######## design 1 ########
### Clock nets, design 1

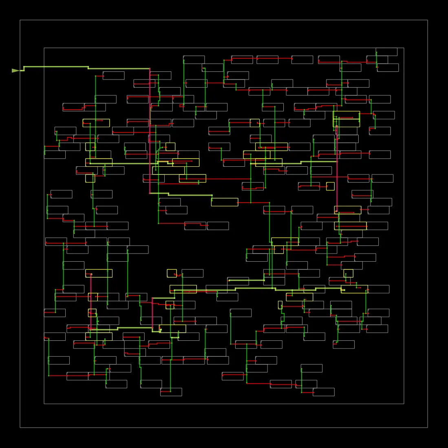
`src/rtl/fetch_ctrl.sv`:
```
// Instruction fetch sequencer: drives the imem req/ack handshake from the PC and hands one instruction per cycle to decode.
// Latency: imem ack to if_valid is one cycle. imem_req/imem_addr are decoded from state; every other output is registered.
// Backpressure: stall holds if_*; one fetch that completes under stall parks in a one-entry skid, and requests pause until it drains.
module fetch_ctrl #(
  parameter int unsigned       WIDTH    = 32,
  parameter logic [WIDTH-1:0]  RESET_PC = '0,
  parameter logic [31:0]       NOP      = 32'h0000_0013
) (
  input  logic             clk,
  input  logic             rst,
  input  logic             stall,
  input  logic             redirect,
  input  logic [WIDTH-1:0] redirect_target,
  output logic             imem_req,
  output logic [WIDTH-1:0] imem_addr,
  input  logic             imem_ack,
  input  logic [31:0]      imem_rdata,
  output logic             if_valid,
  output logic [WIDTH-1:0] if_pc,
  output logic [31:0]      if_instr,
  output logic [WIDTH-1:0] pc
);

  // IDLE: post-reset bubble. FETCH: request at pc. HOLD: skid full, decode stalled.
  // DRAIN: a redirect abandoned a pending request; keep its address until the ack arrives.
  typedef enum logic [1:0] {
    S_IDLE  = 2'd0,
    S_FETCH = 2'd1,
    S_HOLD  = 2'd2,
    S_DRAIN = 2'd3
  } state_t;

  localparam logic [WIDTH-1:0] PC_STEP    = WIDTH'(4);
  localparam logic [WIDTH-1:0] ALIGN_MASK = {{(WIDTH-2){1'b1}}, 2'b00};

  state_t           state_q, state_d;
  logic [WIDTH-1:0] pc_q, pc_d;
  logic [WIDTH-1:0] drain_addr_q, drain_addr_d;
  logic [WIDTH-1:0] skid_pc_q, skid_pc_d;
  logic [31:0]      skid_instr_q, skid_instr_d;
  logic             if_valid_q, if_valid_d;
  logic [WIDTH-1:0] if_pc_q, if_pc_d;
  logic [31:0]      if_instr_q, if_instr_d;

  logic [WIDTH-1:0] target_al;
  logic [WIDTH-1:0] pc_inc;

  // Word-align the redirect target; pc+4 wraps naturally at the top of the address space.
  assign target_al = redirect_target & ALIGN_MASK;
  assign pc_inc    = pc_q + PC_STEP;

  // Next-state and next-output computation for the fetch sequencer.
  always_comb begin
    state_d      = state_q;
    pc_d         = pc_q;
    drain_addr_d = drain_addr_q;
    skid_pc_d    = skid_pc_q;
    skid_instr_d = skid_instr_q;
    if_valid_d   = if_valid_q;
    if_pc_d      = if_pc_q;
    if_instr_d   = if_instr_q;

    unique case (state_q)
      S_IDLE: begin
        // One bubble before the first request; a redirect seen here still steers the PC.
        state_d = S_FETCH;
        if (redirect) begin
          pc_d = target_al;
        end
      end

      S_FETCH: begin
        if (redirect) begin
          // Flush whatever decode holds; a redirect outranks a returning fetch.
          pc_d       = target_al;
          if_valid_d = 1'b0;
          if_instr_d = NOP;
          if (!imem_ack) begin
            // Request still outstanding: keep its address on the bus until it completes.
            drain_addr_d = pc_q;
            state_d      = S_DRAIN;
          end
        end else if (imem_ack) begin
          pc_d = pc_inc;
          if (!stall || !if_valid_q) begin
            if_valid_d = 1'b1;
            if_pc_d    = pc_q;
            if_instr_d = imem_rdata;
          end else begin
            // Decode is stalled on a valid instruction: park the new one.
            skid_pc_d    = pc_q;
            skid_instr_d = imem_rdata;
            state_d      = S_HOLD;
          end
        end else if (!stall) begin
          // Current instruction consumed and nothing new arrived.
          if_valid_d = 1'b0;
          if_instr_d = NOP;
        end
      end

      S_HOLD: begin
        if (redirect) begin
          // Both the presented and parked instructions are on the wrong path.
          if_valid_d = 1'b0;
          if_instr_d = NOP;
          pc_d       = target_al;
          state_d    = S_FETCH;
        end else if (!stall) begin
          if_valid_d = 1'b1;
          if_pc_d    = skid_pc_q;
          if_instr_d = skid_instr_q;
          state_d    = S_FETCH;
        end
      end

      S_DRAIN: begin
        // Nothing valid reaches decode while the stale fetch completes.
        if_valid_d = 1'b0;
        if_instr_d = NOP;
        if (redirect) begin
          pc_d = target_al;
        end
        if (imem_ack) begin
          state_d = S_FETCH;
        end
      end

      default: begin
        state_d = S_IDLE;
      end
    endcase
  end

  // State and output registers; synchronous reset abandons any outstanding request.
  always_ff @(posedge clk) begin
    if (rst) begin
      state_q      <= S_IDLE;
      pc_q         <= RESET_PC;
      drain_addr_q <= '0;
      skid_pc_q    <= '0;
      skid_instr_q <= '0;
      if_valid_q   <= 1'b0;
      if_pc_q      <= '0;
      if_instr_q   <= NOP;
    end else begin
      state_q      <= state_d;
      pc_q         <= pc_d;
      drain_addr_q <= drain_addr_d;
      skid_pc_q    <= skid_pc_d;
      skid_instr_q <= skid_instr_d;
      if_valid_q   <= if_valid_d;
      if_pc_q      <= if_pc_d;
      if_instr_q   <= if_instr_d;
    end
  end

  assign imem_req  = (state_q == S_FETCH) || (state_q == S_DRAIN);
  assign imem_addr = (state_q == S_DRAIN) ? drain_addr_q : pc_q;

  assign if_valid  = if_valid_q;
  assign if_pc     = if_pc_q;
  assign if_instr  = if_instr_q;
  assign pc        = pc_q;

`ifndef SYNTHESIS
  // A pending request must not move its address until acknowledged.
  a_addr_stable: assert property (@(posedge clk) disable iff (rst)
    (imem_req && !imem_ack) |=> (imem_req && imem_addr == $past(imem_addr)));

  // Decode never sees a stale word while nothing is valid.
  a_nop_when_idle: assert property (@(posedge clk) disable iff (rst)
    !if_valid |-> (if_instr == NOP));

  // The PC is always word-aligned.
  a_pc_aligned: assert property (@(posedge clk) disable iff (rst)
    (pc[1:0] == 2'b00));
`endif

endmodule
```
`config.mk`:
```
export PLATFORM = sky130hd
export DESIGN_NAME = fetch_ctrl
export DESIGN_NICKNAME = d
export VERILOG_FILES = /design/src/rtl/fetch_ctrl.sv
export SDC_FILE = /design/constraint.sdc
export NUM_CORES = 1
export LEC_CHECK = 0
export CORE_MARGIN = 8
export CORE_UTILIZATION = 54
export DETAILED_ROUTE_END_ITERATION = 6
export HOLD_SLACK_MARGIN = 0.12
export PLACE_DENSITY = 0.89
export RECOVER_POWER = 25
export SLEW_MARGIN = 20
export SYNTH_ARGS = -nofsm -noshare
export SYNTH_HDL_FRONTEND = slang
export SYNTH_SLANG_ARGS = --single-unit
```
`constraint.sdc`:
```
create_clock -name clk -period 2.8 [get_ports clk]
set_input_delay 0.28 -clock clk [delete_from_list [all_inputs] [get_ports clk]]
set_output_delay 0.28 -clock clk [all_outputs]
set_load 0.005 [all_outputs]
```
==> impl_metrics.yaml <==
# synthesis and place-and-route metrics
cells_and_area:
  layout.cells.largest_class: "multi-input combinational cells"
  n_all_inverters: 5
  final_cell_area_mm2: 0.0109
  n_antenna_cell: 0
  lay_top_count: "nand2_1"
  nMultiInputCombCells: 712
worst_setup_path:
  critical_path.max_stage_delay_ns: 0.59
  cp_max_fo: 26
  crit_cells: 4
  rr_startpoint: "state_q[0]"
  critPathTopFamily: "buffers and inverters"
  cp.buffers_inverters: 2
  end_kind: "primary output"
yosys:
  ys_seq_share: 0.450
  top_area_cell: "dfxtp_1"
  syn_area_per_cell_um2: 8.31
  edf_count: 0
  async_flop_share: 0
  top_cells_by_count: "nand2_1, dfxtp_1, a21oi_1"
place:
  io_buffers: 190
  hpwl_mm: 16.0
  dp.cells: 1311
power:
  swShare: 0.254
  p_leak_uw: 0.00412
  comb_power_share: 0.134
worst_hold_path:
  hp-start: "redirect_target[5]"
  hold_class: "input port to flop"
die:
  die_area_mm2: 0.0196
  boundaryPins: 199
  core_area_mm2: 0.0151
sta:
  tightest_slew_ns: 0.993
  final.setup.worst_slack_ns: 0.110
  fmax_ghz: 0.372
route:
  drt_iter0_markers: 696
  num_vias: 7741
clocking:
  post-cts-setup-buffers: 0
  cts_made_buffers: 17
  cts_resized: 0
  clock_path_buffers: 2
grt:
  grt_overflow: 0
run_status:
  status: "finished, final reports clean"
About 'Clock nets' of design 1:
clk_skew: 0.00914 ns
clock latency on the worst-skew pair: 0.43 ns

==> power groups by stage <==
stage / Combinational [uW] / Clock, uW / Sequential [uW]
floorplan: 419 / 0 / 2910
global placement: 843 / 0 / 2950
detailed placement: 859 / 0 / 2950
CTS: 867 / 2550 / 2890
global route: 905 / 2660 / 2910
finish: 832 / 2510 / 2890
==> flip-flops by register name, summed over array words and instances (netlist names) <==
signal / cells
pc: 30
drain_addr_q: 30
skid_pc_q: 30
if_pc: 30
if_valid: 1
state_q: 2
if_instr: 32
skid_instr_q: 32
==> logic make-up after synthesis <==
group / after synthesis / share of synthesized area
adder cells (fa/ha/maj): 1 / 0.00150
multiplexers: 64 / 0.0815
AND-OR/OR-AND: 234 / 0.177
XOR/XNOR: 16 / 0.0168
AND/OR/NAND/NOR: 391 / 0.216
flip-flops: 187 / 0.450
other: 1 / 0.000451
buffers and inverters: 107 / 0.0571
==> layer usage <==
metal  vias up  global-route usage  routed length (um)
met3        38              0.0761                1900
li1       3747                   -                   -
met2       301               0.399               11600
met5         -                   0                  24
met1      3651               0.294               10100
met4         4              0.0806                 454

######## design 2 ########
$ cat config.mk
export PLATFORM = sky130hd
export DESIGN_NAME = universal_shift_reg
export DESIGN_NICKNAME = d
export VERILOG_FILES = /design/src/rtl/usr_pkg.sv /design/src/rtl/usr_bit_cell.sv /design/src/rtl/universal_shift_reg.sv
export SDC_FILE = /design/constraint.sdc
export NUM_CORES = 1
export LEC_CHECK = 0
export CORE_ASPECT_RATIO = 1.75
export CORE_MARGIN = 8
export CORE_UTILIZATION = 49
export CTS_BUF_LIST = sky130_fd_sc_hd__clkbuf_16
export DETAILED_ROUTE_END_ITERATION = 7
export GPL_TIMING_DRIVEN = 0
export HOLD_SLACK_MARGIN = 0.12
export PLACE_DENSITY = 0.89
export SYNTH_ARGS = -nofsm -noshare
export SYNTH_HDL_FRONTEND = slang
export SYNTH_SLANG_ARGS = --single-unit
export TNS_END_PERCENT = 20
$ cat constraint.sdc
create_clock -name CLK -period 2.7 [get_ports CLK]
set_clock_uncertainty 0.05 [all_clocks]
set_input_delay 0.27 -clock CLK [delete_from_list [all_inputs] [get_ports CLK]]
set_output_delay 0.27 -clock CLK [all_outputs]
set_load 0.05 [all_outputs]
$ cat src/rtl/usr_pkg.sv
// Shared definitions for the universal shift register: op encodings, sequencer states, helpers.
package usr_pkg;

  localparam int unsigned MODE_W = 3;

  localparam logic [MODE_W-1:0] MODE_HOLD = 3'b000;
  localparam logic [MODE_W-1:0] MODE_SHR  = 3'b001;
  localparam logic [MODE_W-1:0] MODE_SHL  = 3'b010;
  localparam logic [MODE_W-1:0] MODE_LOAD = 3'b011;
  localparam logic [MODE_W-1:0] MODE_ROTR = 3'b100;
  localparam logic [MODE_W-1:0] MODE_ROTL = 3'b101;
  localparam logic [MODE_W-1:0] MODE_ASR  = 3'b110;
  localparam logic [MODE_W-1:0] MODE_ZERO = 3'b111;

  typedef enum logic [1:0] {
    IDLE = 2'd0,
    RUN  = 2'd1,
    DONE = 2'd2
  } usr_state_e;

  // True for ops that can be repeated Amt times by the sequencer.
  function automatic logic is_multi(input logic [MODE_W-1:0] mode);
    logic multi;
    case (mode)
      MODE_SHR, MODE_SHL, MODE_ROTR, MODE_ROTL, MODE_ASR: multi = 1'b1;
      default:                                            multi = 1'b0;
    endcase
    return multi;
  endfunction

endpackage

$ cat src/rtl/usr_bit_cell.sv
// One bit of the universal shift register: op-selected input mux feeding a DFF.
// rsrc_i is the value this bit takes on a right-moving op (upper neighbour or edge fill),
// lsrc_i the value on a left-moving op (lower neighbour or edge fill).
module usr_bit_cell
  import usr_pkg::*;
#(
  parameter logic RST_BIT = 1'b0
) (
  input  logic              clk_i,
  input  logic              clr_i,
  input  logic [MODE_W-1:0] op_i,
  input  logic              rsrc_i,
  input  logic              lsrc_i,
  input  logic              ld_i,
  output logic              q_o
);

  logic bit_q;
  logic bit_d;

  // Select next bit value from the effective op.
  always_comb begin
    bit_d = bit_q;
    case (op_i)
      MODE_HOLD: bit_d = bit_q;
      MODE_SHR:  bit_d = rsrc_i;
      MODE_ROTR: bit_d = rsrc_i;
      MODE_ASR:  bit_d = rsrc_i;
      MODE_SHL:  bit_d = lsrc_i;
      MODE_ROTL: bit_d = lsrc_i;
      MODE_LOAD: bit_d = ld_i;
      MODE_ZERO: bit_d = 1'b0;
      default:   bit_d = bit_q;
    endcase
  end

  // Storage flop with synchronous clear to this bit's reset value.
  always_ff @(posedge clk_i) begin
    if (clr_i) begin
      bit_q <= RST_BIT;
    end else begin
      bit_q <= bit_d;
    end
  end

  assign q_o = bit_q;

endmodule

$ cat src/rtl/universal_shift_reg.sv
// Universal shift register with a Start/Busy/Done sequencer that repeats a shift/rotate op Amt times.
module universal_shift_reg
  import usr_pkg::*;
#(
  parameter int unsigned       WIDTH     = 8,
  parameter logic [WIDTH-1:0]  RESET_VAL = '0,
  localparam int unsigned      CNT_W     = $clog2(WIDTH + 1)
) (
  input  logic              CLK,
  input  logic              CLR,
  input  logic [MODE_W-1:0] Mode,
  input  logic [WIDTH-1:0]  I,
  input  logic              SIR,
  input  logic              SIL,
  input  logic              Start,
  input  logic [CNT_W-1:0]  Amt,
  output logic [WIDTH-1:0]  Q,
  output logic              SOR,
  output logic              SOL,
  output logic              Busy,
  output logic              Done
);

  usr_state_e        state_q, state_d;
  logic [CNT_W-1:0]  cnt_q, cnt_d;
  logic [MODE_W-1:0] op_q, op_d;
  logic              busy_q, busy_d;
  logic              done_q, done_d;
  logic [MODE_W-1:0] eff_op_c;
  logic [WIDTH-1:0]  q_q;
  logic              rfill_c;
  logic              lfill_c;
  logic [WIDTH-1:0]  rsrc_c;
  logic [WIDTH-1:0]  lsrc_c;

  // Sequencer next state, step counter and effective op selection.
  always_comb begin
    state_d  = state_q;
    cnt_d    = cnt_q;
    op_d     = op_q;
    eff_op_c = MODE_HOLD;
    case (state_q)
      IDLE: begin
        eff_op_c = Mode;
        if (Start) begin
          if (is_multi(Mode)) begin
            op_d = Mode;
            if (Amt == CNT_W'(0)) begin
              eff_op_c = MODE_HOLD;
              state_d  = DONE;
            end else if (Amt == CNT_W'(1)) begin
              state_d = DONE;
            end else begin
              cnt_d   = Amt - CNT_W'(1);
              state_d = RUN;
            end
          end else begin
            state_d = DONE;
          end
        end
      end
      RUN: begin
        eff_op_c = op_q;
        cnt_d    = cnt_q - CNT_W'(1);
        if (cnt_q == CNT_W'(1)) begin
          state_d = DONE;
        end
      end
      DONE: begin
        eff_op_c = MODE_HOLD;
        state_d  = IDLE;
      end
      default: begin
        state_d = IDLE;
      end
    endcase
    busy_d = (state_d != IDLE);
    done_d = (state_d == DONE);
  end

  // Sequencer registers; CLR aborts any op without a Done pulse.
  always_ff @(posedge CLK) begin
    if (CLR) begin
      state_q <= IDLE;
      cnt_q   <= '0;
      op_q    <= MODE_HOLD;
      busy_q  <= 1'b0;
      done_q  <= 1'b0;
    end else begin
      state_q <= state_d;
      cnt_q   <= cnt_d;
      op_q    <= op_d;
      busy_q  <= busy_d;
      done_q  <= done_d;
    end
  end

  // Edge fill bits for right- and left-moving ops.
  always_comb begin
    rfill_c = SIR;
    case (eff_op_c)
      MODE_ROTR: rfill_c = q_q[0];
      MODE_ASR:  rfill_c = q_q[WIDTH-1];
      default:   rfill_c = SIR;
    endcase
    lfill_c = (eff_op_c == MODE_ROTL) ? q_q[WIDTH-1] : SIL;
  end

  assign rsrc_c = {rfill_c, q_q[WIDTH-1:1]};
  assign lsrc_c = {q_q[WIDTH-2:0], lfill_c};

  for (genvar gi = 0; gi < WIDTH; gi++) begin : g_bit
    usr_bit_cell #(
      .RST_BIT(RESET_VAL[gi])
    ) u_cell (
      .clk_i (CLK),
      .clr_i (CLR),
      .op_i  (eff_op_c),
      .rsrc_i(rsrc_c[gi]),
      .lsrc_i(lsrc_c[gi]),
      .ld_i  (I[gi]),
      .q_o   (q_q[gi])
    );
  end

  assign Q    = q_q;
  assign SOR  = q_q[0];
  assign SOL  = q_q[WIDTH-1];
  assign Busy = busy_q;
  assign Done = done_q;

endmodule

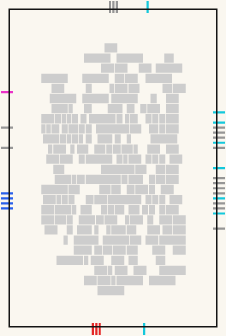
*Ports around the boundary, design 2*
Pins as bars across the die edge, other pins in gray.
Key: cyan = Q [pins 8, direction output, edge 6 right, 1 top, 1 bottom]; magenta = CLK [pins 1, direction input, edge left]; red = Mode [pins 3, direction input, edge bottom]; blue = Amt [pins 4, direction input, edge left]
All pins by edge: 17 right, 7 left, 4 top, 4 bottom.
port bufs: 31
die span in x: 55.4 um
die height: 85.0 um

==> impl_metrics.yaml <==
# synthesis and place-and-route metrics
power:
  total_power_uw: 1000
sta:
  tightest_slew_ns: 0.607
  final_hold_viol_count: 0
  rsz0062_at_grt: "false"
cells_and_area:
  lay_top_count: "clkdlybuf4s50_1"
  combGateArea_um2: 838
  clock_area_frac: 0.0456
  nMultiInputCombCells: 113
  n_all_inverters: 7
worst_setup_path:
  cp.required_ns: 2.84
  cp_max_fo: 10
  r2r_cells: 6
  critPathSlowestCell: "a311oi_4"
  r2r-end: "g_bit[2].u_cell.q_o"
yosys:
  top_area_cell: "dfxtp_1"
  top_cells_by_count: "dfxtp_1, nand3_1, a21oi_1"
  syn_area_per_cell_um2: 8.77
  most_common_cell: "dfxtp_1"
  edf_count: 0
  post_synth_num_cell_types: 53
  syn_inst: 152
route:
  routed_via_density: 6.39
  wl_per_cell_um: 17.6
  wl_met1_mm: 1.37
  drc_errors: 0
  drt_iter0_markers: 55
  routed.top_layer: "met4"
clocking:
  clkLatencyLatePin_ns: 0.25
grt:
  grt_pass1_wl_mm: 6.62
  grt_util_met1: 0.159
worst_hold_path:
  hold_class: "flop to flop"
run_status:
  status: "finished, final reports clean"
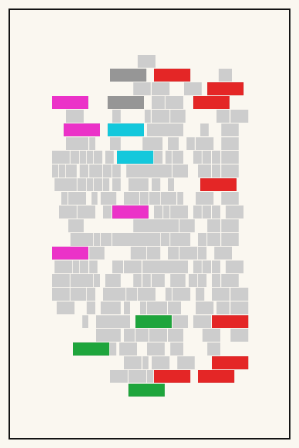
*Where the registers sit, design 2*
Key: cyan = state_q [flops 2]; green = op_q [flops 3]; magenta = cnt_q [flops 4]; red = g_bit.u_cell.q_o [flops 8]
P_seq: 336 uW
Seq area share: 0.216
FF+latch area: 380 um^2

==> tightest hold or removal path, cell delays in order, from the launching register on <==
cell     delay, ns
dfxtp_1       0.32
o21ai_0       0.08
a21oi_1       0.07
==> power breakdown <==
part	internal [uW]	leakage (uW)	switching, uW	total, uW
registers	308	0.000156	28.1	336
logic	148	0.000481	208	356
clock network	199	0.0000409	109	308
total	655	0.000678	346	1000
==> how the worst min path moves through the flow <==
stage / depth (start not counted) / slack [ns] / endpoint / start
after floorplan: 1 / 0.31 / state_q[0] / CLR
after global placement: 2 / 0.43 / op_q[0] / op_q[0]
after detailed placement: 2 / 0.44 / cnt_q[3] / cnt_q[3]
after CTS: 2 / 0.46 / cnt_q[3] / cnt_q[3]
after global routing: 2 / 0.51 / op_q[2] / op_q[2]
final: 2 / 0.46 / cnt_q[3] / cnt_q[3]
==> kinds of logic after synthesis <==
logic type,count (synthesis),synth area share
simple gates,50,0.218
compound gates,48,0.289
buf+inv,20,0.0863
flops,19,0.285
mux,9,0.0713
fa+ha+maj,4,0.0375
xor+xnor,2,0.0131

######## design 3 ########
### Where the registers sit, design 3

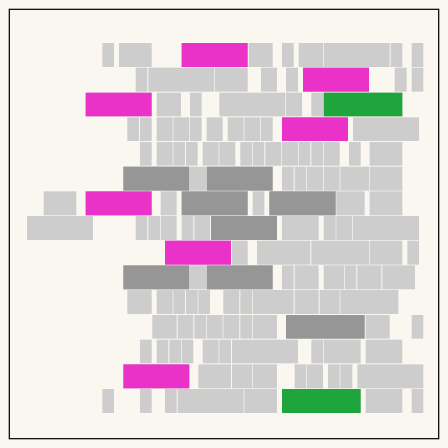
### Gate families picked out, design 3

The bar under the picture is 10 um long.
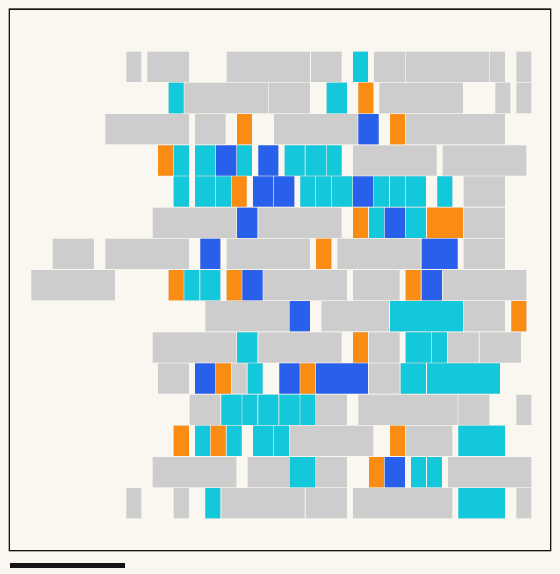
### Clock nets, design 3

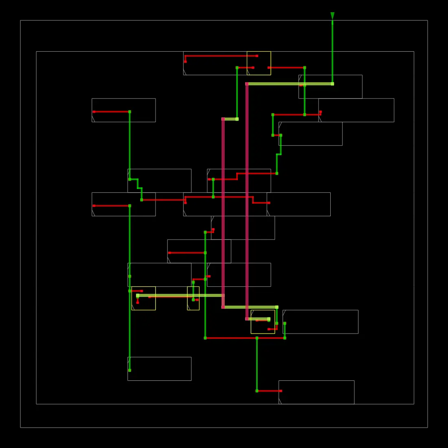
[config.mk]
export PLATFORM = sky130hd
export DESIGN_NAME = zero_ext
export DESIGN_NICKNAME = d
export VERILOG_FILES = /design/src/rtl/zero_ext.sv
export SDC_FILE = /design/constraint.sdc
export NUM_CORES = 1
export LEC_CHECK = 0
export ABC_AREA = 1
export CAP_MARGIN = 20
export CORE_MARGIN = 1.5
export CORE_UTILIZATION = 43
export CTS_CLUSTER_DIAMETER = 200
export CTS_CLUSTER_SIZE = 20
export DETAILED_ROUTE_END_ITERATION = 7
export PLACE_DENSITY = 0.86
export SYNTH_ARGS = -nofsm -noshare
export SYNTH_HDL_FRONTEND = slang
export SYNTH_SLANG_ARGS = --single-unit
[constraint.sdc]
create_clock -name clk -period 1.2 [get_ports clk]
set_input_delay 0.12 -clock clk [delete_from_list [all_inputs] [get_ports clk]]
set_output_delay 0.12 -clock clk [all_outputs]
set_load 0.05 [all_outputs]
[src/rtl/zero_ext.sv]
// Registered zero-extender with valid/ready flow control and a 2-entry skid buffer.
// Widens an IN_W-bit unsigned operand to OUT_W bits; in_ready is a flop output.
module zero_ext #(
  parameter int IN_W  = 7,
  parameter int OUT_W = 16
) (
  input  logic             clk,
  input  logic             rst,
  input  logic [IN_W-1:0]  a,
  input  logic             in_valid,
  output logic             in_ready,
  output logic [OUT_W-1:0] y,
  output logic             out_valid,
  input  logic             out_ready
);

  if (IN_W < 1 || IN_W > OUT_W) begin : g_param_check
    $error("zero_ext: IN_W must be in 1..OUT_W");
  end

  typedef enum logic [1:0] {
    EMPTY = 2'd0,
    ONE   = 2'd1,
    FULL  = 2'd2
  } state_t;

  state_t           state_p1;
  state_t           state_nxt;
  logic [OUT_W-1:0] data_p1;
  logic [OUT_W-1:0] skid_p1;
  logic             in_ready_p1;
  logic             vld_p1;
  logic             accept;
  logic             consume;
  logic             load_out_from_in;
  logic             load_out_from_skid;
  logic             load_skid;

  // Written so that IN_W == OUT_W needs no zero-width replication.
  function automatic logic [OUT_W-1:0] zext(input logic [IN_W-1:0] v);
    logic [OUT_W-1:0] r;
    r = '0;
    r[IN_W-1:0] = v;
    return r;
  endfunction

  assign vld_p1    = (state_p1 != EMPTY);
  assign accept    = in_valid & in_ready_p1;
  assign consume   = vld_p1 & out_ready;
  assign in_ready  = in_ready_p1;
  assign out_valid = vld_p1;
  assign y         = data_p1;

  always_comb begin
    state_nxt          = state_p1;
    load_out_from_in   = 1'b0;
    load_out_from_skid = 1'b0;
    load_skid          = 1'b0;
    case (state_p1)
      EMPTY: begin
        if (accept) begin
          state_nxt        = ONE;
          load_out_from_in = 1'b1;
        end
      end
      ONE: begin
        if (accept && consume) begin
          load_out_from_in = 1'b1;
        end else if (accept) begin
          state_nxt = FULL;
          load_skid = 1'b1;
        end else if (consume) begin
          state_nxt = EMPTY;
        end
      end
      FULL: begin
        if (consume) begin
          state_nxt          = ONE;
          load_out_from_skid = 1'b1;
        end
      end
      default: begin
        state_nxt = EMPTY;
      end
    endcase
  end

  // Stage p1: output register, skid register and handshake state
  always_ff @(posedge clk) begin
    if (rst) begin
      state_p1    <= EMPTY;
      in_ready_p1 <= 1'b1;
      data_p1     <= '0;
      skid_p1     <= '0;
    end else begin
      state_p1    <= state_nxt;
      in_ready_p1 <= (state_nxt != FULL);
      if (load_out_from_in) begin
        data_p1 <= zext(a);
      end else if (load_out_from_skid) begin
        data_p1 <= skid_p1;
      end
      if (load_skid) begin
        skid_p1 <= zext(a);
      end
    end
  end

endmodule

==> impl_metrics.yaml <==
# synthesis and place-and-route metrics
yosys:
  logic_family: "simple AND/OR/NAND/NOR gates"
  synth_top_area_share: 0.407
  ys_sh_simple: 0.280
  most_common_cell: "nand2_1"
  yosysWarningCount: 0
  syn_inst: 113
sta:
  setup_viol: 1
  final.setup.worst_slack_ns: -0.0225
cells_and_area:
  final_cell_mix: "nand2_1, inv_1, nand3_1, dfxtp_1, clkdlybuf4s50_1"
  area_growth_syn_to_layout_pct: 47.1
run_status:
  status: "complete, but fails checks"
  violations: "negative setup slack"
route:
  num_vias: 860
  routed_via_density: 5.18
  wl_mm: 2.03
  drtPass1Iterations: 4
worst_setup_path:
  r2r-end: "skid_p1[2]"
  critPathTopFamily: "flip-flops"
grt:
  grt_pass1_wl_mm: 2.75
  grt_start_max_net_pins: 16
  antenna_found_initial: 0
  grt_util_met1: 0.190
clocking:
  postCtsHoldBufs: 0
  root_buffer: "clkbuf_4"
worst_hold_path:
  min_to: "state_p1[0]"
  hp-start: "rst"
power:
  ir_drop_mv: 0.752
  power_leader: "sequential cells"
place:
  gp_congestion: 0.817
About 'Where the registers sit' of design 3:
Key: green = state_p1 [flops 2]; magenta = y [flops 7]
Another 8 sequential cells are not colored.
Seq area share: 0.286
fin util: 0.691
FF+latch area: 352 um^2
P_seq: 642 uW

About 'Gate families picked out' of design 3:
Key: cyan = nand cells [cells 45]; blue = aoi and oai cells [cells 17]; orange = inv cells [cells 19]
final non-filler cell total: 166
top logic cell by instance count in the layout: nand2_1
combinational share of cell area: 0.320

About 'Clock nets' of design 3:
TritonCTS sink count: 17
CLK BUF: 4

==> sequential cells by signal, summed over array words and instances, names as in the netlist <==
name,flops
in_ready,1
skid_p1,7
state_p1,2
y,7
==> per-stage QoR <==
step | area (um^2) | util | hold slack (ns)
4_1_cts | 1190 | 0.666 | 0.375
5_1_grt | 1230 | 0.691 | 0.359
2_1_floorplan | 883 | - | 0.189
3_5_place_dp | 1160 | 0.648 | 0.442
6_report | 1230 | 0.691 | 0.375
3_3_place_gp | 1160 | 0.648 | 0.434
==> how the worst max path moves through the flow <==
stage,startpoint,to,slack (ns),cells past startpoint
floorplan,in_ready,skid_p1[4],-0.02,6
global placement,in_valid,skid_p1[0],-0.22,6
CTS,state_p1[1],skid_p1[2],-0.04,4
detailed placement,in_valid,skid_p1[1],-0.28,6
finish,state_p1[1],skid_p1[2],-0.02,5
global route,state_p1[1],skid_p1[2],-0.07,5
==> worst register-to-register path, delay by kind of cell, from the launching register on <==
family,cells,cell delay (ns)
buf+inv,1,0.15
flops,1,0.38
compound gates,2,0.29
simple gates,2,0.29


==> screenshots <==
Signal wires by layer.
shot_01.png
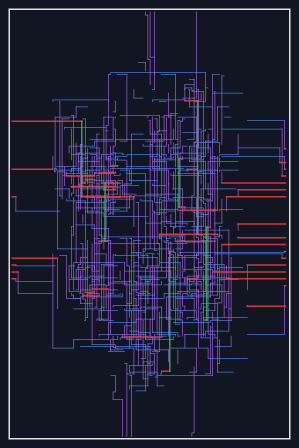
shot_02.png
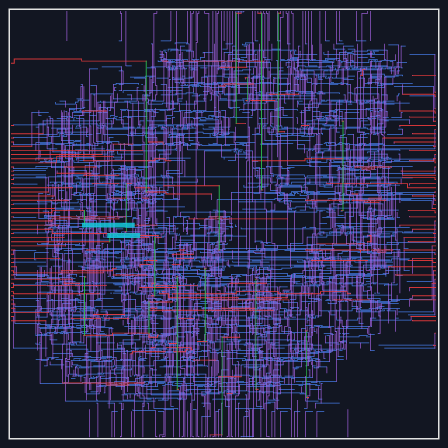
shot_03.png
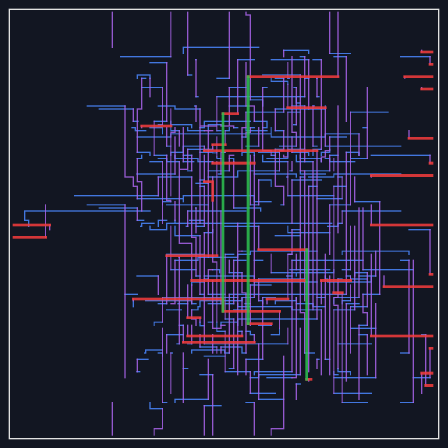
shot_02.png: design 1
shot_01.png: design 2
shot_03.png: design 3
Of these, most wire: shot_02.png
Of these, least wire: shot_03.png

Key to shot_01.png:
Key: purple = M2 [wire length 2060 um]; blue = M1 [wire length 1370 um]; red = M3 [wire length 240 um]; green = M4 [wire length 105 um]

Power is estimated from default activity; no workload was simulated.
